==================== block 1
### Sequential cells colored by netlist name, block 1

The bar under the picture is 50 um long. Other sequential cells in the stronger gray, the rest of the logic in the fainter gray.
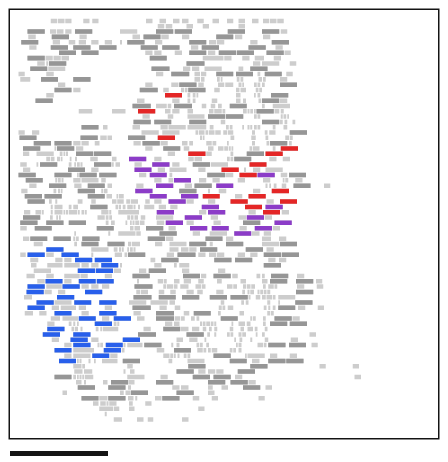

**config.mk**
```make
export PLATFORM = sky130hd
export DESIGN_NAME = tft_spi_sniffer_flat
export DESIGN_NICKNAME = d
export VERILOG_FILES = /design/src/rtl/tft_spi_sniffer_if.sv /design/src/rtl/tft_spi_sniffer.sv /design/src/flat_wrapper.sv
export SDC_FILE = /design/constraint.sdc
export NUM_CORES = 1
export LEC_CHECK = 0
export ABC_CLOCK_PERIOD_IN_PS = 3350
export CAP_MARGIN = 20
export CORE_MARGIN = 4
export CORE_UTILIZATION = 25
export CTS_CLUSTER_SIZE = 12
export DETAILED_ROUTE_END_ITERATION = 8
export PLACE_DENSITY = 0.49
export SLEW_MARGIN = 0
export SYNTH_ARGS = -nofsm -noshare
export SYNTH_HDL_FRONTEND = slang
export SYNTH_SLANG_ARGS = --single-unit
```
**constraint.sdc**
```tcl
create_clock -name clk -period 3.35 [get_ports clk]
set_clock_uncertainty 0.2 [all_clocks]
set_input_delay 0.67 -clock clk [delete_from_list [all_inputs] [get_ports clk]]
set_output_delay 0.67 -clock clk [all_outputs]
set_load 0.05 [all_outputs]
```
**src/rtl/tft_spi_sniffer_if.sv**
```systemverilog
// Bus bundle for tft_spi_sniffer: the passive SPI tap inputs, the byte
// stream valid/ready handshake, and the decoded pixel strobe outputs.
interface tft_spi_sniffer_if;
    logic        spi_clk;
    logic        spi_mosi;
    logic        spi_dc;
    logic        spi_cs;
    logic [7:0]  rx_data;
    logic        rx_dc;
    logic        rx_valid;
    logic        rx_ready;
    logic        overflow;
    logic        px_valid;
    logic [15:0] px_x;
    logic [15:0] px_y;
    logic [15:0] px_color;
    logic        busy;

    // Sniffer side: watches the bus, sources bytes and pixels.
    modport slave (
        input  spi_clk, spi_mosi, spi_dc, spi_cs, rx_ready,
        output rx_data, rx_dc, rx_valid, overflow,
        output px_valid, px_x, px_y, px_color, busy
    );

    // Environment side: drives the SPI wires and consumes bytes/pixels.
    modport master (
        output spi_clk, spi_mosi, spi_dc, spi_cs, rx_ready,
        input  rx_data, rx_dc, rx_valid, overflow,
        input  px_valid, px_x, px_y, px_color, busy
    );
endinterface

```
**src/rtl/tft_spi_sniffer.sv**
```systemverilog
// Passive TFT SPI receiver: resynchronises the 4-wire bus into clk,
// rebuilds dc-tagged bytes, queues them in a small FIFO and decodes the
// ILI9341 CASET/RASET/RAMWR sequences into a pixel strobe.
module tft_spi_sniffer #(
    parameter int unsigned FIFO_DEPTH  = 4,
    parameter int unsigned SYNC_STAGES = 2
) (
    input  logic              clk,
    input  logic              rst,
    tft_spi_sniffer_if.slave  bus
);
    localparam int unsigned AW = (FIFO_DEPTH > 2) ? $clog2(FIFO_DEPTH) : 1;

    typedef enum logic [2:0] {
        ST_IDLE,
        ST_CASET,
        ST_RASET,
        ST_RAMWR_HI,
        ST_RAMWR_LO
    } state_t;

    // ---------------- input conditioning ----------------
    // bit order within each stage: {clk, mosi, dc, cs}
    logic [3:0] sync_q [SYNC_STAGES];
    logic [3:0] sync_d [SYNC_STAGES];
    logic       sclk_prev_q, sclk_prev_d;
    logic       s_clk, s_mosi, s_dc, s_cs, rise;

    // Shift each SPI wire through the synchroniser chain.
    always_comb begin
        sync_d[0] = {bus.spi_clk, bus.spi_mosi, bus.spi_dc, bus.spi_cs};
        for (int unsigned i = 1; i < SYNC_STAGES; i++) begin
            sync_d[i] = sync_q[i-1];
        end
    end

    assign s_clk       = sync_q[SYNC_STAGES-1][3];
    assign s_mosi      = sync_q[SYNC_STAGES-1][2];
    assign s_dc        = sync_q[SYNC_STAGES-1][1];
    assign s_cs        = sync_q[SYNC_STAGES-1][0];
    assign sclk_prev_d = s_clk;
    assign rise        = s_clk & ~sclk_prev_q;

    // Synchroniser and edge-detect registers.
    always_ff @(posedge clk or negedge rst) begin
        if (!rst) begin
            for (int unsigned i = 0; i < SYNC_STAGES; i++) begin
                sync_q[i] <= '0;
            end
            sclk_prev_q <= 1'b0;
        end else begin
            for (int unsigned i = 0; i < SYNC_STAGES; i++) begin
                sync_q[i] <= sync_d[i];
            end
            sclk_prev_q <= sclk_prev_d;
        end
    end

    // ---------------- byte assembly ----------------
    logic [6:0] shift_q, shift_d;
    logic [2:0] cnt_q, cnt_d;
    logic       byte_done_q, byte_done_d;
    logic [7:0] byte_data_q, byte_data_d;
    logic       byte_dc_q, byte_dc_d;

    // Shift MSB-first on each rising edge while selected; cs high discards.
    always_comb begin
        shift_d     = shift_q;
        cnt_d       = cnt_q;
        byte_done_d = 1'b0;
        byte_data_d = byte_data_q;
        byte_dc_d   = byte_dc_q;
        if (s_cs) begin
            shift_d = '0;
            cnt_d   = '0;
        end else if (rise) begin
            shift_d = {shift_q[5:0], s_mosi};
            cnt_d   = cnt_q + 3'd1;
            if (cnt_q == 3'd7) begin
                byte_done_d = 1'b1;
                byte_data_d = {shift_q, s_mosi};
                byte_dc_d   = s_dc;
            end
        end
    end

    // Byte assembler registers.
    always_ff @(posedge clk or negedge rst) begin
        if (!rst) begin
            shift_q     <= '0;
            cnt_q       <= '0;
            byte_done_q <= 1'b0;
            byte_data_q <= '0;
            byte_dc_q   <= 1'b0;
        end else begin
            shift_q     <= shift_d;
            cnt_q       <= cnt_d;
            byte_done_q <= byte_done_d;
            byte_data_q <= byte_data_d;
            byte_dc_q   <= byte_dc_d;
        end
    end

    // ---------------- byte FIFO ----------------
    logic [8:0]    mem_q [FIFO_DEPTH];
    logic [8:0]    mem_d [FIFO_DEPTH];
    logic [AW-1:0] wr_ptr_q, wr_ptr_d;
    logic [AW-1:0] rd_ptr_q, rd_ptr_d;
    logic [AW:0]   count_q, count_d;
    logic          overflow_q, overflow_d;
    logic          full, pop, push_ok;

    assign full    = (count_q == (AW+1)'(FIFO_DEPTH));
    assign pop     = (count_q != '0) & bus.rx_ready;
    // a pop in the same cycle frees the slot the push needs
    assign push_ok = byte_done_q & (~full | pop);

    // FIFO pointer, occupancy and overflow update.
    always_comb begin
        for (int unsigned i = 0; i < FIFO_DEPTH; i++) begin
            mem_d[i] = mem_q[i];
        end
        wr_ptr_d   = wr_ptr_q;
        rd_ptr_d   = rd_ptr_q;
        count_d    = count_q;
        overflow_d = overflow_q;
        if (push_ok) begin
            mem_d[wr_ptr_q] = {byte_dc_q, byte_data_q};
            wr_ptr_d        = wr_ptr_q + AW'(1);
        end
        if (pop) begin
            rd_ptr_d = rd_ptr_q + AW'(1);
        end
        if (push_ok && !pop) begin
            count_d = count_q + (AW+1)'(1);
        end else if (pop && !push_ok) begin
            count_d = count_q - (AW+1)'(1);
        end
        if (byte_done_q && full && !pop) begin
            overflow_d = 1'b1;
        end
    end

    // FIFO storage and control registers.
    always_ff @(posedge clk or negedge rst) begin
        if (!rst) begin
            for (int unsigned i = 0; i < FIFO_DEPTH; i++) begin
                mem_q[i] <= '0;
            end
            wr_ptr_q   <= '0;
            rd_ptr_q   <= '0;
            count_q    <= '0;
            overflow_q <= 1'b0;
        end else begin
            for (int unsigned i = 0; i < FIFO_DEPTH; i++) begin
                mem_q[i] <= mem_d[i];
            end
            wr_ptr_q   <= wr_ptr_d;
            rd_ptr_q   <= rd_ptr_d;
            count_q    <= count_d;
            overflow_q <= overflow_d;
        end
    end

    assign bus.rx_data  = mem_q[rd_ptr_q][7:0];
    assign bus.rx_dc    = mem_q[rd_ptr_q][8];
    assign bus.rx_valid = (count_q != '0);
    assign bus.overflow = overflow_q;

    // ---------------- command decoder ----------------
    state_t      state_q, state_d;
    logic [1:0]  idx_q, idx_d;
    logic [23:0] sh_q, sh_d;
    logic [15:0] x_start_q, x_start_d, x_end_q, x_end_d;
    logic [15:0] y_start_q, y_start_d, y_end_q, y_end_d;
    logic [15:0] x_q, x_d, y_q, y_d;
    logic [7:0]  color_hi_q, color_hi_d;
    logic        px_valid_q, px_valid_d;
    logic [15:0] px_x_q, px_x_d, px_y_q, px_y_d, px_color_q, px_color_d;

    // Next-state and register updates for the ILI9341 command decoder.
    always_comb begin
        state_d    = state_q;
        idx_d      = idx_q;
        sh_d       = sh_q;
        x_start_d  = x_start_q;
        x_end_d    = x_end_q;
        y_start_d  = y_start_q;
        y_end_d    = y_end_q;
        x_d        = x_q;
        y_d        = y_q;
        color_hi_d = color_hi_q;
        px_valid_d = 1'b0;
        px_x_d     = px_x_q;
        px_y_d     = px_y_q;
        px_color_d = px_color_q;
        if (byte_done_q) begin
            if (!byte_dc_q) begin
                idx_d = '0;
                case (byte_data_q)
                    8'h2A:   state_d = ST_CASET;
                    8'h2B:   state_d = ST_RASET;
                    8'h2C: begin
                        state_d = ST_RAMWR_HI;
                        x_d     = x_start_q;
                        y_d     = y_start_q;
                    end
                    default: state_d = ST_IDLE;
                endcase
            end else begin
                case (state_q)
                    ST_CASET, ST_RASET: begin
                        // first three bytes are staged so a truncated
                        // sequence never disturbs the live window
                        sh_d  = {sh_q[15:0], byte_data_q};
                        idx_d = idx_q + 2'd1;
                        if (idx_q == 2'd3) begin
                            if (state_q == ST_CASET) begin
                                x_start_d = sh_q[23:8];
                                x_end_d   = {sh_q[7:0], byte_data_q};
                            end else begin
                                y_start_d = sh_q[23:8];
                                y_end_d   = {sh_q[7:0], byte_data_q};
                            end
                            state_d = ST_IDLE;
                        end
                    end
                    ST_RAMWR_HI: begin
                        color_hi_d = byte_data_q;
                        state_d    = ST_RAMWR_LO;
                    end
                    ST_RAMWR_LO: begin
                        px_valid_d = 1'b1;
                        px_x_d     = x_q;
                        px_y_d     = y_q;
                        px_color_d = {color_hi_q, byte_data_q};
                        state_d    = ST_RAMWR_HI;
                        // strobe captures the old position; advance now
                        if (x_q == x_end_q) begin
                            x_d = x_start_q;
                            y_d = (y_q == y_end_q) ? y_start_q : y_q + 16'd1;
                        end else begin
                            x_d = x_q + 16'd1;
                        end
                    end
                    default: ;
                endcase
            end
        end
    end

    // Decoder state register.
    always_ff @(posedge clk or negedge rst) begin
        if (!rst) begin
            state_q    <= ST_IDLE;
            idx_q      <= '0;
            sh_q       <= '0;
            x_start_q  <= '0;
            x_end_q    <= 16'd239;
            y_start_q  <= '0;
            y_end_q    <= 16'd319;
            x_q        <= '0;
            y_q        <= '0;
            color_hi_q <= '0;
            px_valid_q <= 1'b0;
            px_x_q     <= '0;
            px_y_q     <= '0;
            px_color_q <= '0;
        end else begin
            state_q    <= state_d;
            idx_q      <= idx_d;
            sh_q       <= sh_d;
            x_start_q  <= x_start_d;
            x_end_q    <= x_end_d;
            y_start_q  <= y_start_d;
            y_end_q    <= y_end_d;
            x_q        <= x_d;
            y_q        <= y_d;
            color_hi_q <= color_hi_d;
            px_valid_q <= px_valid_d;
            px_x_q     <= px_x_d;
            px_y_q     <= px_y_d;
            px_color_q <= px_color_d;
        end
    end

    assign bus.px_valid = px_valid_q;
    assign bus.px_x     = px_x_q;
    assign bus.px_y     = px_y_q;
    assign bus.px_color = px_color_q;
    assign bus.busy     = (cnt_q != 3'd0) | (state_q != ST_IDLE);

endmodule

```
**src/flat_wrapper.sv**
```systemverilog
// flat-port wrapper written by rule: the top's interface ports become plain ports
module tft_spi_sniffer_flat 
#(
    parameter int unsigned FIFO_DEPTH  = 4,
    parameter int unsigned SYNC_STAGES = 2
)
  (clk, rst, bus_spi_clk, bus_spi_mosi, bus_spi_dc, bus_spi_cs, bus_rx_ready, bus_rx_data, bus_rx_dc, bus_rx_valid, bus_overflow, bus_px_valid, bus_px_x, bus_px_y, bus_px_color, bus_busy);
  tft_spi_sniffer_if bus_i ();
  input  logic clk;
  input  logic rst;
  input wire logic [$bits(bus_i.spi_clk)-1:0] bus_spi_clk;
  input wire logic [$bits(bus_i.spi_mosi)-1:0] bus_spi_mosi;
  input wire logic [$bits(bus_i.spi_dc)-1:0] bus_spi_dc;
  input wire logic [$bits(bus_i.spi_cs)-1:0] bus_spi_cs;
  input wire logic [$bits(bus_i.rx_ready)-1:0] bus_rx_ready;
  output wire logic [$bits(bus_i.rx_data)-1:0] bus_rx_data;
  output wire logic [$bits(bus_i.rx_dc)-1:0] bus_rx_dc;
  output wire logic [$bits(bus_i.rx_valid)-1:0] bus_rx_valid;
  output wire logic [$bits(bus_i.overflow)-1:0] bus_overflow;
  output wire logic [$bits(bus_i.px_valid)-1:0] bus_px_valid;
  output wire logic [$bits(bus_i.px_x)-1:0] bus_px_x;
  output wire logic [$bits(bus_i.px_y)-1:0] bus_px_y;
  output wire logic [$bits(bus_i.px_color)-1:0] bus_px_color;
  output wire logic [$bits(bus_i.busy)-1:0] bus_busy;
  assign bus_i.spi_clk = bus_spi_clk;
  assign bus_i.spi_mosi = bus_spi_mosi;
  assign bus_i.spi_dc = bus_spi_dc;
  assign bus_i.spi_cs = bus_spi_cs;
  assign bus_i.rx_ready = bus_rx_ready;
  assign bus_rx_data = bus_i.rx_data;
  assign bus_rx_dc = bus_i.rx_dc;
  assign bus_rx_valid = bus_i.rx_valid;
  assign bus_overflow = bus_i.overflow;
  assign bus_px_valid = bus_i.px_valid;
  assign bus_px_x = bus_i.px_x;
  assign bus_px_y = bus_i.px_y;
  assign bus_px_color = bus_i.px_color;
  assign bus_busy = bus_i.busy;
  tft_spi_sniffer #(.FIFO_DEPTH(FIFO_DEPTH), .SYNC_STAGES(SYNC_STAGES)) u_core (.clk(clk), .rst(rst), .bus(bus_i));
endmodule
```
==================== block 2
$ cat config.mk
export PLATFORM = sky130hd
export DESIGN_NAME = spi_xfer_buffer_flat
export DESIGN_NICKNAME = d
export VERILOG_FILES = /design/src/rtl/spi_xfer_buffer_if.sv /design/src/rtl/spi_xfer_buffer.sv /design/src/flat_wrapper.sv
export SDC_FILE = /design/constraint.sdc
export NUM_CORES = 1
export LEC_CHECK = 0
export CAP_MARGIN = 40
export CORE_MARGIN = 3
export CORE_UTILIZATION = 40
export CTS_CLUSTER_DIAMETER = 80
export CTS_CLUSTER_SIZE = 24
export DETAILED_ROUTE_END_ITERATION = 16
export PLACE_DENSITY = 0.68
export SKIP_CTS_REPAIR_TIMING = 1
export SLEW_MARGIN = 15
export SYNTH_ARGS = -nofsm -noshare
export SYNTH_HDL_FRONTEND = slang
export SYNTH_SLANG_ARGS = --single-unit
$ cat constraint.sdc
create_clock -name clk -period 5 [get_ports clk]
set_input_delay 0.5 -clock clk [delete_from_list [all_inputs] [get_ports clk]]
set_output_delay 0.5 -clock clk [all_outputs]
set_load 0.005 [all_outputs]
$ cat src/rtl/spi_xfer_buffer_if.sv
// Host and SPI-master side signals of spi_xfer_buffer, bundled with DUT/driver modports.
interface spi_xfer_buffer_if #(
  parameter int unsigned AW = 3
);
  logic [7:0]  tx_data;
  logic        tx_valid;
  logic        tx_ready;
  logic [7:0]  rx_data;
  logic        rx_valid;
  logic        rx_ready;
  logic [7:0]  m_data_in;
  logic        m_en;
  logic        m_busy;
  logic [7:0]  m_data_out;
  logic [AW:0] tx_count;
  logic [AW:0] rx_count;
  logic        err_timeout;
  logic        clr_err;

  modport slave (
    input  tx_data, tx_valid, rx_ready, m_busy, m_data_out, clr_err,
    output tx_ready, rx_data, rx_valid, m_data_in, m_en, tx_count, rx_count, err_timeout
  );

  modport master (
    output tx_data, tx_valid, rx_ready, m_busy, m_data_out, clr_err,
    input  tx_ready, rx_data, rx_valid, m_data_in, m_en, tx_count, rx_count, err_timeout
  );
endinterface

$ cat src/rtl/spi_xfer_buffer.sv
// Buffered byte controller between host logic and an SPI master: TX FIFO -> master -> RX FIFO,
// with a sticky timeout flag when the master never reports busy.
module spi_xfer_buffer #(
  parameter int unsigned DEPTH   = 8,
  parameter int unsigned AW      = 3,
  parameter int unsigned TIMEOUT = 255
) (
  input  logic             clk,
  input  logic             rst,
  spi_xfer_buffer_if.slave bus
);
  localparam logic [AW:0] FullCnt    = (AW+1)'(DEPTH);
  localparam logic [7:0]  TimeoutCnt = 8'(TIMEOUT);

  typedef enum logic [2:0] {
    StIdle     = 3'd0,
    StLoad     = 3'd1,
    StStart    = 3'd2,
    StWaitBusy = 3'd3,
    StXfer     = 3'd4,
    StCapture  = 3'd5
  } state_e;

  state_e r_state, w_state_next;

  logic [7:0]    r_tx_mem [DEPTH];
  logic [7:0]    r_rx_mem [DEPTH];
  logic [AW-1:0] r_tx_wr, r_tx_rd, r_rx_wr, r_rx_rd;
  logic [AW:0]   r_tx_cnt, r_rx_cnt;
  logic [7:0]    r_to_cnt;
  logic [7:0]    r_m_data_in;
  logic          r_m_en;
  logic          r_err;

  logic w_tx_push, w_tx_pop, w_rx_push, w_rx_pop;
  logic w_en_set, w_to_clr, w_to_inc, w_to_fire, w_late;

  assign w_tx_push = bus.tx_valid && (r_tx_cnt != FullCnt);
  assign w_rx_pop  = bus.rx_ready && (r_rx_cnt != '0);
  assign w_late    = (r_to_cnt >= TimeoutCnt);

  always_ff @(posedge clk) begin
    if (rst) r_state <= StIdle;
    else     r_state <= w_state_next;
  end

  // Entering LOAD only with RX space free reserves the slot the capture will use.
  always_comb begin
    w_state_next = StIdle;
    case (r_state)
      StIdle:     w_state_next = (r_tx_cnt != '0 && r_rx_cnt != FullCnt) ? StLoad : StIdle;
      StLoad:     w_state_next = StStart;
      StStart:    w_state_next = StWaitBusy;
      StWaitBusy: begin
        if (bus.m_busy) w_state_next = StXfer;
        else if (w_late) w_state_next = StIdle;
        else w_state_next = StWaitBusy;
      end
      StXfer:     w_state_next = bus.m_busy ? StXfer : StCapture;
      StCapture:  w_state_next = StIdle;
      default:    w_state_next = StIdle;
    endcase
  end

  always_comb begin
    w_tx_pop  = 1'b0;
    w_rx_push = 1'b0;
    w_en_set  = 1'b0;
    w_to_clr  = 1'b0;
    w_to_inc  = 1'b0;
    w_to_fire = 1'b0;
    case (r_state)
      StLoad:     w_tx_pop = 1'b1;
      StStart:    begin
        w_en_set = 1'b1;
        w_to_clr = 1'b1;
      end
      StWaitBusy: begin
        if (!bus.m_busy) begin
          w_to_fire = w_late;
          w_to_inc  = !w_late;
        end
      end
      StCapture:  w_rx_push = 1'b1;
      default:    ;
    endcase
  end

  // Storage is not reset; pointers and counts define what is valid.
  always_ff @(posedge clk) begin
    if (w_tx_push) r_tx_mem[r_tx_wr] <= bus.tx_data;
    if (w_rx_push) r_rx_mem[r_rx_wr] <= bus.m_data_out;
  end

  always_ff @(posedge clk) begin
    if (rst) begin
      r_tx_wr     <= '0;
      r_tx_rd     <= '0;
      r_tx_cnt    <= '0;
      r_rx_wr     <= '0;
      r_rx_rd     <= '0;
      r_rx_cnt    <= '0;
      r_to_cnt    <= '0;
      r_m_data_in <= '0;
      r_m_en      <= 1'b0;
      r_err       <= 1'b0;
    end else begin
      if (w_tx_push) r_tx_wr <= r_tx_wr + 1'b1;
      if (w_tx_pop)  r_tx_rd <= r_tx_rd + 1'b1;
      case ({w_tx_push, w_tx_pop})
        2'b10:   r_tx_cnt <= r_tx_cnt + 1'b1;
        2'b01:   r_tx_cnt <= r_tx_cnt - 1'b1;
        default: ;
      endcase

      if (w_rx_push) r_rx_wr <= r_rx_wr + 1'b1;
      if (w_rx_pop)  r_rx_rd <= r_rx_rd + 1'b1;
      case ({w_rx_push, w_rx_pop})
        2'b10:   r_rx_cnt <= r_rx_cnt + 1'b1;
        2'b01:   r_rx_cnt <= r_rx_cnt - 1'b1;
        default: ;
      endcase

      if (w_tx_pop) r_m_data_in <= r_tx_mem[r_tx_rd];

      if (w_en_set) r_m_en <= 1'b1;
      else if (w_rx_push || w_to_fire) r_m_en <= 1'b0;

      if (w_to_clr) r_to_cnt <= '0;
      else if (w_to_inc) r_to_cnt <= r_to_cnt + 8'd1;

      // A timeout in the same cycle as clr_err keeps the flag set.
      if (w_to_fire) r_err <= 1'b1;
      else if (bus.clr_err) r_err <= 1'b0;
    end
  end

  assign bus.tx_ready    = (r_tx_cnt != FullCnt);
  assign bus.rx_valid    = (r_rx_cnt != '0);
  assign bus.rx_data     = r_rx_mem[r_rx_rd];
  assign bus.m_data_in   = r_m_data_in;
  assign bus.m_en        = r_m_en;
  assign bus.tx_count    = r_tx_cnt;
  assign bus.rx_count    = r_rx_cnt;
  assign bus.err_timeout = r_err;
endmodule
$ cat src/flat_wrapper.sv
// flat-port wrapper written by rule: the top's interface ports become plain ports
module spi_xfer_buffer_flat 
#(
  parameter int unsigned DEPTH   = 8,
  parameter int unsigned AW      = 3,
  parameter int unsigned TIMEOUT = 255
)
  (clk, rst, bus_tx_data, bus_tx_valid, bus_rx_ready, bus_m_busy, bus_m_data_out, bus_clr_err, bus_tx_ready, bus_rx_data, bus_rx_valid, bus_m_data_in, bus_m_en, bus_tx_count, bus_rx_count, bus_err_timeout);
  spi_xfer_buffer_if #(.AW(AW)) bus_i ();
  input  logic clk;
  input  logic rst;
  input wire logic [$bits(bus_i.tx_data)-1:0] bus_tx_data;
  input wire logic [$bits(bus_i.tx_valid)-1:0] bus_tx_valid;
  input wire logic [$bits(bus_i.rx_ready)-1:0] bus_rx_ready;
  input wire logic [$bits(bus_i.m_busy)-1:0] bus_m_busy;
  input wire logic [$bits(bus_i.m_data_out)-1:0] bus_m_data_out;
  input wire logic [$bits(bus_i.clr_err)-1:0] bus_clr_err;
  output wire logic [$bits(bus_i.tx_ready)-1:0] bus_tx_ready;
  output wire logic [$bits(bus_i.rx_data)-1:0] bus_rx_data;
  output wire logic [$bits(bus_i.rx_valid)-1:0] bus_rx_valid;
  output wire logic [$bits(bus_i.m_data_in)-1:0] bus_m_data_in;
  output wire logic [$bits(bus_i.m_en)-1:0] bus_m_en;
  output wire logic [$bits(bus_i.tx_count)-1:0] bus_tx_count;
  output wire logic [$bits(bus_i.rx_count)-1:0] bus_rx_count;
  output wire logic [$bits(bus_i.err_timeout)-1:0] bus_err_timeout;
  assign bus_i.tx_data = bus_tx_data;
  assign bus_i.tx_valid = bus_tx_valid;
  assign bus_i.rx_ready = bus_rx_ready;
  assign bus_i.m_busy = bus_m_busy;
  assign bus_i.m_data_out = bus_m_data_out;
  assign bus_i.clr_err = bus_clr_err;
  assign bus_tx_ready = bus_i.tx_ready;
  assign bus_rx_data = bus_i.rx_data;
  assign bus_rx_valid = bus_i.rx_valid;
  assign bus_m_data_in = bus_i.m_data_in;
  assign bus_m_en = bus_i.m_en;
  assign bus_tx_count = bus_i.tx_count;
  assign bus_rx_count = bus_i.rx_count;
  assign bus_err_timeout = bus_i.err_timeout;
  spi_xfer_buffer #(.DEPTH(DEPTH), .AW(AW), .TIMEOUT(TIMEOUT)) u_core (.clk(clk), .rst(rst), .bus(bus_i));
endmodule
==================== block 3
==> src/rtl/snn_config_loader.sv <==
// snn_config_loader: byte-serial loader for SNN parameter registers.
//
// A frame is one header byte {start_addr[3:0], n_minus_1[3:0]} followed by N data bytes.
// Each data byte is registered and then written out during a single WRITE cycle. The
// address auto-increments modulo 16. Writes aimed at address 15 are suppressed and flag
// addr_err. A stalled frame is aborted after TIMEOUT idle cycles.
//
// Ports:
//   clk, reset            - clock, synchronous active-high reset
//   rx_data/valid/ready   - incoming byte stream (valid/ready handshake)
//   addr, data_out        - parameter write address and data
//   write_enable          - one-cycle write strobe
//   err_clear             - clears the sticky addr_err flag
//   busy                  - a frame is in progress
//   frame_done            - pulses in the WRITE cycle of the last byte of a frame
//   timeout_err           - pulses for one cycle after a frame is aborted
//   addr_err              - sticky: a byte targeted address 15
module snn_config_loader #(
    parameter int unsigned TIMEOUT = 255
) (
    input  logic       clk,
    input  logic       reset,
    input  logic [7:0] rx_data,
    input  logic       rx_valid,
    output logic       rx_ready,
    output logic [3:0] addr,
    output logic [7:0] data_out,
    output logic       write_enable,
    input  logic       err_clear,
    output logic       busy,
    output logic       frame_done,
    output logic       timeout_err,
    output logic       addr_err
);

    localparam logic [15:0] TimeoutVal = 16'(TIMEOUT);

    typedef enum logic [1:0] {
        StIdle  = 2'd0,
        StData  = 2'd1,
        StWrite = 2'd2
    } state_e;

    state_e      state_q, state_d;
    logic [3:0]  addr_q, addr_d;
    logic [3:0]  count_q, count_d;   // data bytes still to come after the current one
    logic [7:0]  data_q, data_d;
    logic [15:0] idle_q, idle_d;
    logic        addr_err_q, addr_err_d;
    logic        timeout_q, timeout_d;
    logic        accept;

    always_ff @(posedge clk) begin
        if (reset) begin
            state_q    <= StIdle;
            addr_q     <= 4'd0;
            count_q    <= 4'd0;
            data_q     <= 8'd0;
            idle_q     <= 16'd0;
            addr_err_q <= 1'b0;
            timeout_q  <= 1'b0;
        end else begin
            state_q    <= state_d;
            addr_q     <= addr_d;
            count_q    <= count_d;
            data_q     <= data_d;
            idle_q     <= idle_d;
            addr_err_q <= addr_err_d;
            timeout_q  <= timeout_d;
        end
    end

    always_comb begin
        state_d      = state_q;
        addr_d       = addr_q;
        count_d      = count_q;
        data_d       = data_q;
        idle_d       = idle_q;
        addr_err_d   = addr_err_q;
        timeout_d    = 1'b0;
        rx_ready     = 1'b0;
        busy         = 1'b0;
        write_enable = 1'b0;
        frame_done   = 1'b0;

        // Clear first so a same-cycle set below takes priority.
        if (err_clear) begin
            addr_err_d = 1'b0;
        end

        // Held low during reset so nothing is handshaken while the block is being cleared.
        rx_ready = !reset && (state_q != StWrite);
        accept   = rx_valid && rx_ready;

        unique case (state_q)
            StIdle: begin
                idle_d = 16'd0;
                if (accept) begin
                    addr_d  = rx_data[7:4];
                    count_d = rx_data[3:0];
                    state_d = StData;
                end
            end
            StData: begin
                busy = 1'b1;
                if (accept) begin
                    data_d  = rx_data;
                    idle_d  = 16'd0;
                    state_d = StWrite;
                end else begin
                    idle_d = idle_q + 16'd1;
                    if (idle_d == TimeoutVal) begin
                        state_d   = StIdle;
                        timeout_d = 1'b1;
                    end
                end
            end
            StWrite: begin
                busy         = 1'b1;
                write_enable = (addr_q != 4'hF);
                frame_done   = (count_q == 4'd0);
                if (addr_q == 4'hF) begin
                    addr_err_d = 1'b1;
                end
                addr_d = addr_q + 4'd1;
                idle_d = 16'd0;
                if (count_q == 4'd0) begin
                    state_d = StIdle;
                end else begin
                    count_d = count_q - 4'd1;
                    state_d = StData;
                end
            end
            default: begin
                state_d = StIdle;
            end
        endcase
    end

    assign addr        = addr_q;
    assign data_out    = data_q;
    assign timeout_err = timeout_q;
    assign addr_err    = addr_err_q;

endmodule

==> config.mk <==
export PLATFORM = sky130hd
export DESIGN_NAME = snn_config_loader
export DESIGN_NICKNAME = d
export VERILOG_FILES = /design/src/rtl/snn_config_loader.sv
export SDC_FILE = /design/constraint.sdc
export NUM_CORES = 1
export LEC_CHECK = 0
export CORE_MARGIN = 5
export CORE_UTILIZATION = 55
export CTS_CLUSTER_DIAMETER = 30
export DETAILED_ROUTE_END_ITERATION = 10
export PLACE_DENSITY = 0.88
export RECOVER_POWER = 50
export SYNTH_ARGS = -nofsm -noshare
export SYNTH_HDL_FRONTEND = slang
export SYNTH_SLANG_ARGS = --single-unit
==> constraint.sdc <==
create_clock -name clk -period 5.74 [get_ports clk]
set_clock_uncertainty 0.15 [all_clocks]
set_input_delay 1.148 -clock clk [delete_from_list [all_inputs] [get_ports clk]]
set_output_delay 1.148 -clock clk [all_outputs]
set_load 0.005 [all_outputs]
==================== block 4
File: src/rtl/tdm_demux1_to_8.sv
`default_nettype none
// ============================================================================
//  Module      : tdm_demux1_to_8
//  Description : Receive side of an 8-slot TDM select link. Locks to a frame
//                sync that marks slot 0, deserializes one bit per valid slot
//                into a shadow register and commits each complete frame to the
//                parallel output in a single cycle.
//  Revision    : 1.0 - initial release
// ============================================================================
module tdm_demux1_to_8 #(
  parameter logic [7:0] RESET_VAL        = 8'h00,
  parameter bit         SYNC_EVERY_FRAME = 1'b1
) (
  input  logic       clk,
  input  logic       reset,
  input  logic       din,
  input  logic       din_valid,
  input  logic       sync,
  output logic [7:0] out,
  output logic       frame_valid,
  output logic       locked,
  output logic       sync_err,
  output logic [2:0] slot
);

  typedef enum logic [0:0] {
    ST_HUNT   = 1'b0,
    ST_LOCKED = 1'b1
  } state_t;

  localparam logic [2:0] c_slot_first = 3'd0;
  localparam logic [2:0] c_slot_last  = 3'd7;

  state_t     r_state;
  logic [2:0] r_slot;
  // Slot 7 never lands in the shadow: it goes straight to the output on commit.
  logic [6:0] r_shadow;
  logic [7:0] r_out;
  logic       r_frame_valid;
  logic       r_locked;
  logic       r_sync_err;

  // Frame-lock state machine, shadow capture and atomic frame commit.
  always_ff @(posedge clk or posedge reset) begin
    if (reset) begin
      r_state       <= ST_HUNT;
      r_slot        <= c_slot_first;
      r_shadow      <= '0;
      r_out         <= RESET_VAL;
      r_frame_valid <= 1'b0;
      r_locked      <= 1'b0;
      r_sync_err    <= 1'b0;
    end else begin
      // Pulses last exactly one cycle whether or not a bit is consumed.
      r_frame_valid <= 1'b0;
      r_sync_err    <= 1'b0;
      if (din_valid) begin
        case (r_state)
          ST_HUNT: begin
            // Only a sync-qualified bit can start a frame; everything else is noise.
            if (sync) begin
              r_shadow[0] <= din;
              r_slot      <= 3'd1;
              r_state     <= ST_LOCKED;
              r_locked    <= 1'b1;
            end
          end
          ST_LOCKED: begin
            if (sync && (r_slot != c_slot_first)) begin
              // Sync arrived early: drop the partial frame and restart on this bit.
              r_sync_err  <= 1'b1;
              r_shadow[0] <= din;
              r_slot      <= 3'd1;
            end else if (r_slot == c_slot_first) begin
              if (sync || !SYNC_EVERY_FRAME) begin
                r_shadow[0] <= din;
                r_slot      <= 3'd1;
              end else begin
                // Expected sync missing: give up lock and discard the bit.
                r_sync_err <= 1'b1;
                r_state    <= ST_HUNT;
                r_locked   <= 1'b0;
                r_slot     <= c_slot_first;
              end
            end else if (r_slot == c_slot_last) begin
              r_out         <= {din, r_shadow};
              r_frame_valid <= 1'b1;
              r_slot        <= c_slot_first;
            end else begin
              r_shadow[r_slot] <= din;
              r_slot           <= r_slot + 3'd1;
            end
          end
          default: begin
            r_state  <= ST_HUNT;
            r_locked <= 1'b0;
            r_slot   <= c_slot_first;
          end
        endcase
      end
    end
  end

  assign out         = r_out;
  assign frame_valid = r_frame_valid;
  assign locked      = r_locked;
  assign sync_err    = r_sync_err;
  assign slot        = r_slot;

endmodule
`default_nettype wire

File: config.mk
export PLATFORM = sky130hd
export DESIGN_NAME = tdm_demux1_to_8
export DESIGN_NICKNAME = d
export VERILOG_FILES = /design/src/rtl/tdm_demux1_to_8.sv
export SDC_FILE = /design/constraint.sdc
export NUM_CORES = 1
export LEC_CHECK = 0
export CAP_MARGIN = 40
export CORE_UTILIZATION = 35
export DETAILED_ROUTE_END_ITERATION = 7
export PLACE_DENSITY = 0.65
export SLEW_MARGIN = 20
export SYNTH_ARGS = -nofsm -noshare
export SYNTH_HDL_FRONTEND = slang
export SYNTH_SLANG_ARGS = --single-unit
File: constraint.sdc
create_clock -name clk -period 2.94 [get_ports clk]
set_input_delay 0.441 -clock clk [delete_from_list [all_inputs] [get_ports clk]]
set_output_delay 0.441 -clock clk [all_outputs]
set_load 0.005 [all_outputs]
### Placed cells, one color a class, block 3

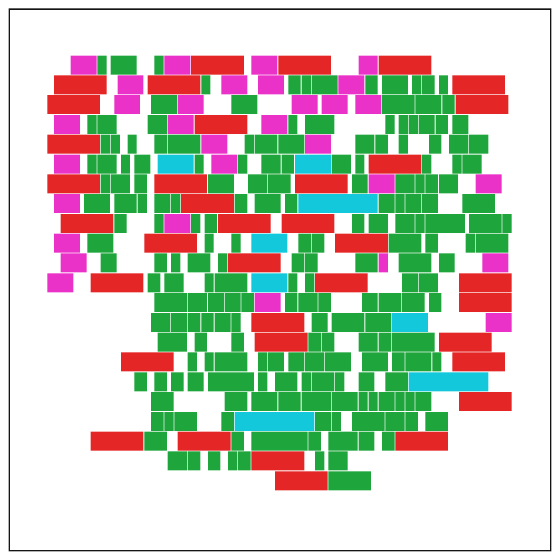
[sequential cells] red | cells: 36
[remaining logic cells] green | cells: 207
[clock drivers and dummy loads] cyan | cells: 8
[remaining buffers and delay cells] magenta | cells: 31

==> reports/metrics.yaml, block 3 <==
finish:
  comb.multi_input.count: 200
  nonClkBufAreaFrac_pct: 11.5
  flop_area_um2: 721
floorplan:
  initCoreUtil_pct: 56.7
global_route:
  grt_max_degree: 41
routing:
  topRoutingLayerUsed: "met4"
  route.detailed.drc: 0
  drt-met1-wl_mm: 2.56
pwr:
  power.share.clock_pct: 46.2
  cellLeakagePower_uw: 0.000966
status:
  status: "complete, no violations"
synthesis:
  netlist_area_um2: 2270
  top_cells_by_area: "dfxtp_1 (32%), a21oi_1 (5.5%), nor2_1 (5.3%)"
final_timing:
  hold_ws_ns: 0.337
  slew_viol_final: 0
setup_path:
  slowest_stage: "dlygate4sd3_1"
clock_tree:
  cts.path.max_buffers: 2
min_path:
  min_path_type: "flop to flop"
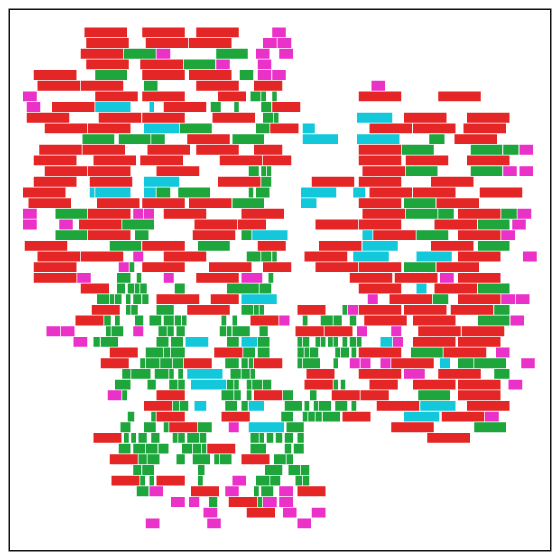
*Placed cells, one color a class, block 2*
[clock drivers and dummy loads] cyan | cells: 32
[remaining logic cells] green | cells: 242
[sequential cells] red | cells: 172
[remaining buffers and delay cells] magenta | cells: 68
core outline area: 16800 um2
Design Area, Final: 8330 um2
# rows: 47
fin util: 49.7%

==> reports/metrics.yaml, block 2 <==
finish:
  reg_top3: "u_core.r_rx_mem: 64 flops, u_core.r_tx_mem: 64 flops"
  logic_area_um2: 2080
  fin_cells: 734
final_timing:
  setup_violations: 0
  fin_skew_ns: 0.00760
  hold_ws_ns: 0.484
  rsz0062_at_grt: "false"
setup_path:
  crit_type: "flop to flop"
  slowest_stage: "or4b_1"
  rr_worst_depth: 8
routing:
  dr.pass1.iters: 4
  route.detailed.drc: 0
global_route:
  grt_pass1_vias: 3929
  gr-total-overflow: 0
synthesis:
  netlist_instances: 436
  syn_nets: 468
  synthTopCellsByCount: "edfxtp_1 (128), dfxtp_1 (44), nor2_1 (43), mux4_2 (32)"
pwr:
  powerDensity_nw_per_um2: 421
placement:
  hpwl_mm: 8.58
  post-place-ws_ns: 1.93
status:
  status: "complete, no violations"
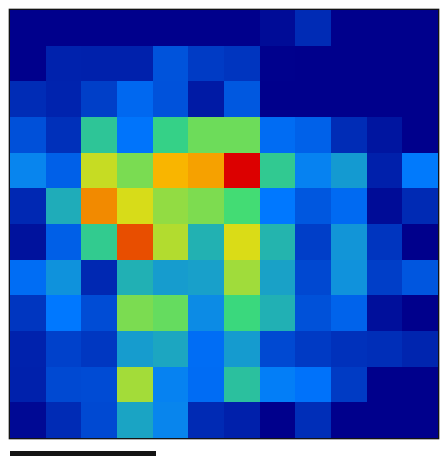
*Routed metal per tile, block 4*
The bar under the picture is 20 um long. The die is cut into 12 by 12 equal tiles; dark blue is low, red is high, scaled to the fullest tile. Values are wire area over tile area, all layers added.
tiles over half the peak: 13%
nearly empty tiles: 22%
emptiest ninth of the die: top right
densest ninth of the die: middle
fullest tile: 0.41
mean over tiles: 0.091
Routed WL: 2.02 mm
Routed WL per cell: 12.8 um

==> reports/metrics.yaml, block 4 <==
synthesis:
  synth_cell_type_count: 32
  simple_gate_share_pct: 13.9
  edf_count: 0
  netlist.area_leader.share_pct: 49.0
pwr:
  ir_drop_mv: 0.390
  total_power_uw: 1170
finish:
  fillers: 298
  largest_reg_flops: 8
  clk_share_pct: 3.73
floorplan:
  fp.dieW_um: 58.7
  rows: 20
clock_tree:
  clock_latency_ns: 0.31
  cts.path.max_buffers: 2
  cts_tree: "built"
  ctsResizeCount: 0
routing:
  dr.first_iter.drc_count: 6
final_timing:
  slew_viol_final: 0
status:
  status: "complete, no violations"
setup_path:
  cpPeakStageDelay_ns: 0.54
min_path:
  min_path_type: "input port to asynchronous set/reset pin"
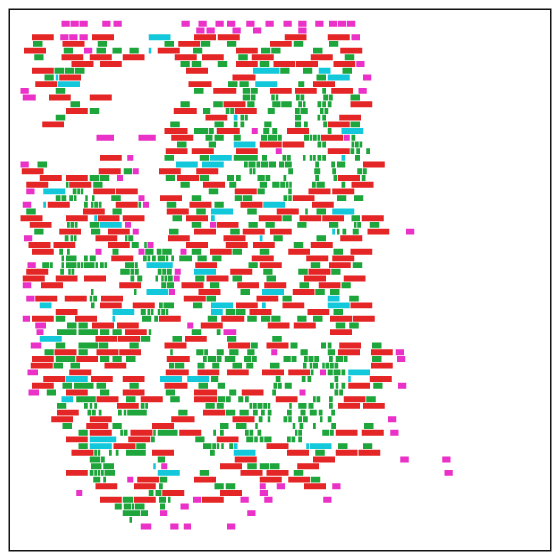
*Placed cells, one color a class, block 1*
[remaining logic cells] green | cells: 559
[sequential cells] red | cells: 255
[clock drivers and dummy loads] cyan | cells: 52
[remaining buffers and delay cells] magenta | cells: 97

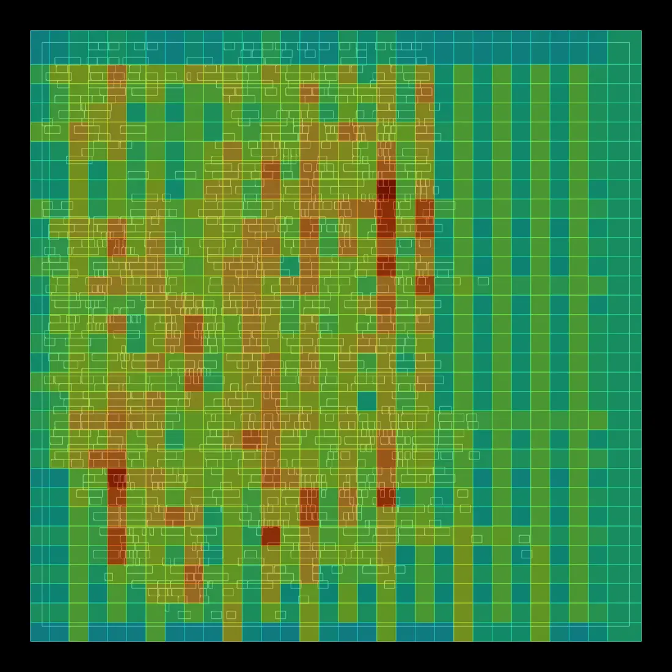
*Routing congestion, block 1*
fin util: 30.6%
M3 GR Usage: 1.30%

## Picture notes: 'Sequential cells colored by netlist name' of block 1
[u_core.y_start_q] red | placed flops: 16
[u_core.sh_q] purple | placed flops: 24 | where: middle
[u_core.mem_q] blue | placed flops: 36
not colored: 179
Reg area: 6400 um2
Seq/total area: 47.3%
Seq. pwr: 3180 uW

==> reports/metrics.yaml, block 1 <==
setup_path:
  critPathArrivalTime_ns: 2.17
  reg2reg_slack_ns: 0.67
  r2r-start: "u_core.byte_dc_q$_DFFE_PN0P_"
  crit_chain: "buf_4 > mux4_2 > dlygate4sd2_1"
finish:
  inverters: 13
  fin_cells: 1555
synthesis:
  synth_cell_type_count: 50
  yosys.area_share.aoi_pct: 6.96
  syn_area_per_cell_um2: 12.8
  synth_top_flop_cell: "dfrtp_1"
pwr:
  comb_power_uw: 280
routing:
  dr.first_iter.drc_count: 286
final_timing:
  final_hold_viol_count: 0
  hold_ws_ns: 0.147
placement:
  post-place-ws_ns: 0.404
status:
  status: "complete, no violations"
global_route:
  gr-total-overflow: 0
  gr-usage-met1_pct: 14.9

==> gallery <==
Signal wires by layer.
panel A
The bar under the picture is 50 um long.
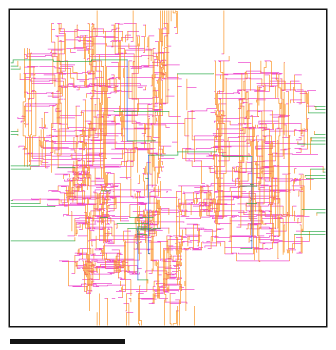
panel B
The bar under the picture is 20 um long.
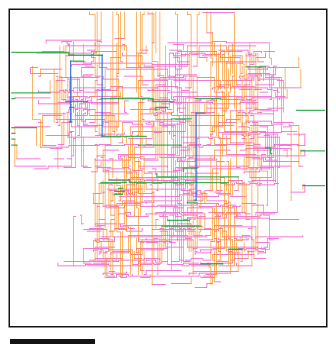
panel C
The bar under the picture is 50 um long.
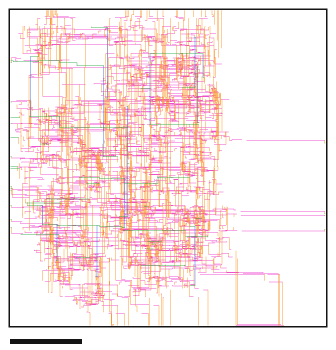
panel D
The bar under the picture is 20 um long.
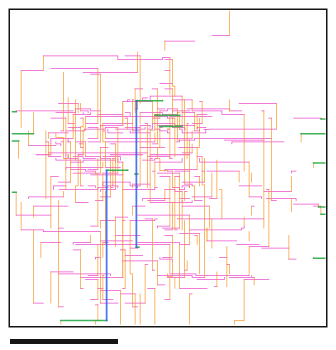
Of these, largest die: panel C
Of these, smallest die: panel D
| from | picture |
|---|---|
| block 4 | panel D |
| block 2 | panel A |
| block 3 | panel B |
| block 1 | panel C |

Key to panel A:
[M3] green | wire length: 442 um
[M4] blue | wire length: 141 um
[M2] orange | wire length: 6650 um
[M1] magenta | wire length: 5300 um


==================== block 5
### Sequential cells colored by netlist name, block 5

The bar under the picture is 50 um long. Other sequential cells in the stronger gray, the rest of the logic in the fainter gray.
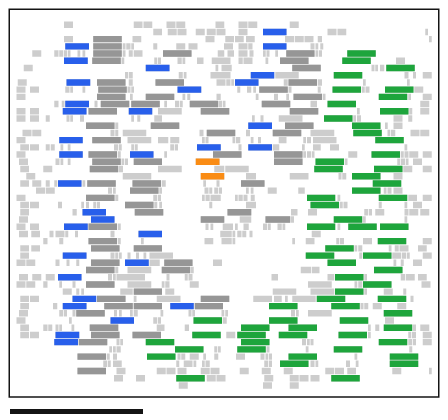
===== src/rtl/ifetch.sv =====
// Instruction fetch: one outstanding bus read, results queued in a 2-entry buffer toward decode.
// Latency: instruction visible one cycle after rvalid; minimum two cycles per fetch.
// Backpressure: no request while hold_i, while the buffer (plus pending) is full, or while a response is outstanding.
// Optional: IFETCH_MISALIGN_CHK_EN turns a misaligned pc_i into an error entry instead of a bus request.
module ifetch #(
    parameter logic [31:0] INST_NOP   = 32'h0000_0013,
    parameter int          FIFO_DEPTH = 2
) (
    input  logic        clk,
    input  logic        rst,
    input  logic [31:0] pc_i,
    input  logic        flush_i,
    input  logic        hold_i,
    output logic        fetch_hold_o,
    output logic        ibus_req_o,
    output logic [31:0] ibus_addr_o,
    input  logic        ibus_gnt_i,
    input  logic        ibus_rvalid_i,
    input  logic [31:0] ibus_rdata_i,
    output logic        inst_valid_o,
    output logic [31:0] inst_o,
    output logic [31:0] inst_addr_o,
    input  logic        inst_ready_i,
    output logic        inst_err_o
);

    typedef enum logic [1:0] {
        IDLE = 2'd0,
        BUSY = 2'd1,
        DROP = 2'd2
    } state_t;

    localparam logic [2:0] DEPTH = 3'(FIFO_DEPTH);

    state_t      state;
    state_t      state_nxt;
    logic [1:0]  count;
    logic        rd_ptr;
    logic        wr_ptr;
    logic [31:0] pend_addr;

    logic [31:0] mem_addr [FIFO_DEPTH];
    logic [31:0] mem_dat  [FIFO_DEPTH];

    logic        pending;
    logic        space_ok;
    logic        fetch_ok;
    logic        misalign;
    logic        err_push;
    logic        resp_push;
    logic        push;
    logic        pop;
    logic [31:0] push_addr;
    logic [31:0] push_dat;

`ifdef IFETCH_MISALIGN_CHK_EN
    logic        mem_err [FIFO_DEPTH];
    assign misalign = (pc_i[1:0] != 2'b00);
`else
    assign misalign = 1'b0;
`endif

    assign pending  = (state == BUSY);
    assign space_ok = ({1'b0, count} + {2'b00, pending}) < DEPTH;
    // Reset gating keeps the bus quiet while rst is asserted.
    assign fetch_ok = (state == IDLE) & ~flush_i & ~hold_i & space_ok & ~rst;

    assign ibus_req_o   = fetch_ok & ~misalign;
    assign ibus_addr_o  = {pc_i[31:2], 2'b00};
    assign fetch_hold_o = ~(ibus_req_o & ibus_gnt_i);

    assign err_push  = fetch_ok & misalign;
    assign resp_push = (state == BUSY) & ibus_rvalid_i & ~flush_i;
    assign push      = resp_push | err_push;
    assign pop       = inst_valid_o & inst_ready_i;

    assign push_addr = err_push ? pc_i     : pend_addr;
    assign push_dat  = err_push ? INST_NOP : ibus_rdata_i;

    always_comb begin
        state_nxt = state;
        case (state)
            IDLE: begin
                if (ibus_req_o && ibus_gnt_i)
                    state_nxt = BUSY;
            end
            BUSY: begin
                if (ibus_rvalid_i)
                    state_nxt = IDLE;
                else if (flush_i)
                    state_nxt = DROP;
            end
            DROP: begin
                if (ibus_rvalid_i)
                    state_nxt = IDLE;
            end
            default: state_nxt = IDLE;
        endcase
    end

    always_ff @(posedge clk or posedge rst) begin
        if (rst) begin
            state     <= IDLE;
            pend_addr <= 32'h0;
        end else begin
            state <= state_nxt;
            if (state == IDLE && ibus_req_o && ibus_gnt_i)
                pend_addr <= pc_i;
        end
    end

    // A flush discards everything; the head popped in the same cycle has already been taken.
    always_ff @(posedge clk or posedge rst) begin
        if (rst) begin
            count  <= 2'd0;
            rd_ptr <= 1'b0;
            wr_ptr <= 1'b0;
        end else if (flush_i) begin
            count  <= 2'd0;
            rd_ptr <= 1'b0;
            wr_ptr <= 1'b0;
        end else begin
            if (push)
                wr_ptr <= ~wr_ptr;
            if (pop)
                rd_ptr <= ~rd_ptr;
            count <= count + {1'b0, push} - {1'b0, pop};
        end
    end

    // Storage needs no reset: outputs are masked whenever the buffer is empty.
    always_ff @(posedge clk) begin
        if (push) begin
            mem_addr[wr_ptr] <= push_addr;
            mem_dat[wr_ptr]  <= push_dat;
`ifdef IFETCH_MISALIGN_CHK_EN
            mem_err[wr_ptr]  <= err_push;
`endif
        end
    end

    assign inst_valid_o = (count != 2'd0);
    assign inst_o       = inst_valid_o ? mem_dat[rd_ptr]  : INST_NOP;
    assign inst_addr_o  = inst_valid_o ? mem_addr[rd_ptr] : 32'h0;

`ifdef IFETCH_MISALIGN_CHK_EN
    assign inst_err_o = inst_valid_o & mem_err[rd_ptr];
`else
    assign inst_err_o = 1'b0;
`endif

endmodule

===== config.mk =====
export PLATFORM = sky130hd
export DESIGN_NAME = ifetch
export DESIGN_NICKNAME = d
export VERILOG_FILES = /design/src/rtl/ifetch.sv
export SDC_FILE = /design/constraint.sdc
export NUM_CORES = 1
export LEC_CHECK = 0
export ABC_AREA = 1
export CELL_PAD_IN_SITES_DETAIL_PLACEMENT = 0
export CELL_PAD_IN_SITES_GLOBAL_PLACEMENT = 1
export CORE_ASPECT_RATIO = 0.9
export CORE_MARGIN = 2
export CORE_UTILIZATION = 30
export CTS_BUF_LIST = sky130_fd_sc_hd__clkbuf_8 sky130_fd_sc_hd__clkbuf_16
export DETAILED_ROUTE_END_ITERATION = 10
export PLACE_DENSITY_LB_ADDON = 0.1
export SLEW_MARGIN = 20
export SYNTH_ARGS = -nofsm -noshare
export SYNTH_HDL_FRONTEND = slang
export SYNTH_SLANG_ARGS = --single-unit

===== constraint.sdc =====
create_clock -name clk -period 5.05 [get_ports clk]
set_input_delay 1.2625 -clock clk [delete_from_list [all_inputs] [get_ports clk]]
set_output_delay 1.2625 -clock clk [all_outputs]
set_load 0.01 [all_outputs]

==> reports/metrics.yaml <==
global_route:
  grt_max_degree: 66
pwr:
  p_int_uw: 2840
  cellLeakagePower_uw: 0.00342
  p_sw_share_pct: 28.7
  power.group.top: "registers"
  total_power_uw: 3990
clock_tree:
  clk_pin_slew_ns: 0.06
routing:
  route.met2.wl_mm: 7.37
status:
  status: "complete, no violations"
final_timing:
  fin_ws_ns: 1.07
  maxSlewHeadroom_pct: 39.8
synthesis:
  synth_top_flop_cell: "edfxtp_1"
  yosys.area_share.aoi_pct: 4.79
  synth.most_common_cell: "nand2_1"
  synth_cell_type_count: 23
  netlist_area_um2: 6690
finish:
  lay_top_cells: "nand2_1 (198), clkdlybuf4s50_1 (167), edfxtp_1 (128), a21oi_1 (62), nand3_1 (40)"
  finalInstanceArea_um2: 9050
setup_path:
  crit_type: "input port to output pin"
  path_depth: 5
min_path:
  min_delay_path_depth: 0
placement:
  hpwl_mm: 9.68
## Picture notes: 'Sequential cells colored by netlist name' of block 5
[pend_addr] blue | placed flops: 32
[state] orange | placed flops: 2
[mem_dat] green | placed flops: 64
not colored: 68



==> screenshots <==
Sequential cells colored by netlist name.
image #1
The bar under the picture is 20 um long. Other sequential cells in the stronger gray, the rest of the logic in the fainter gray.
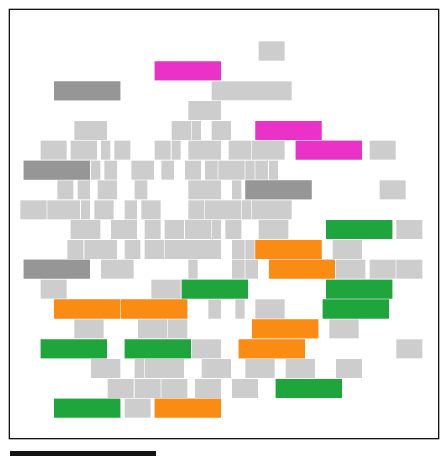
image #2
The bar under the picture is 20 um long. Other sequential cells in the stronger gray, the rest of the logic in the fainter gray.
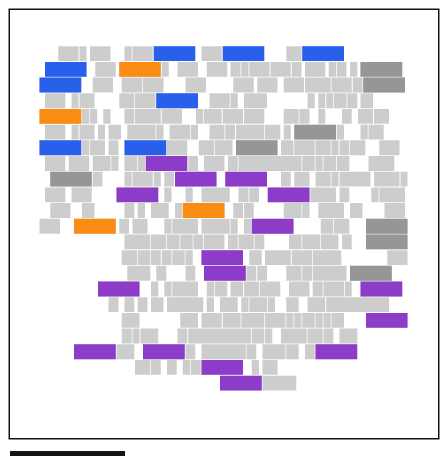
image #3
The bar under the picture is 50 um long. Other sequential cells in the stronger gray, the rest of the logic in the fainter gray.
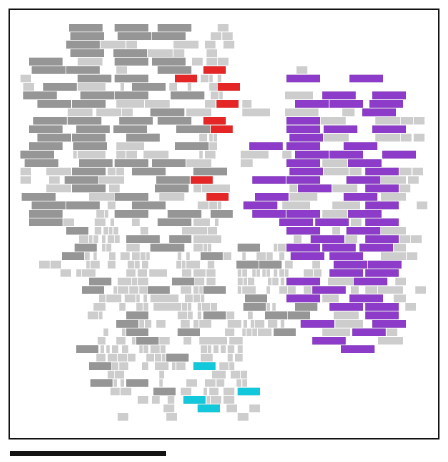
Image #3 comes from block 2.
Image #1 comes from block 4.
Image #2 comes from block 3.

Key to image #2:
[idle_q] purple | placed flops: 16
[addr] orange | placed flops: 4
[data_out] blue | placed flops: 8
not colored: 8

Power and IR drop assume default switching activity.
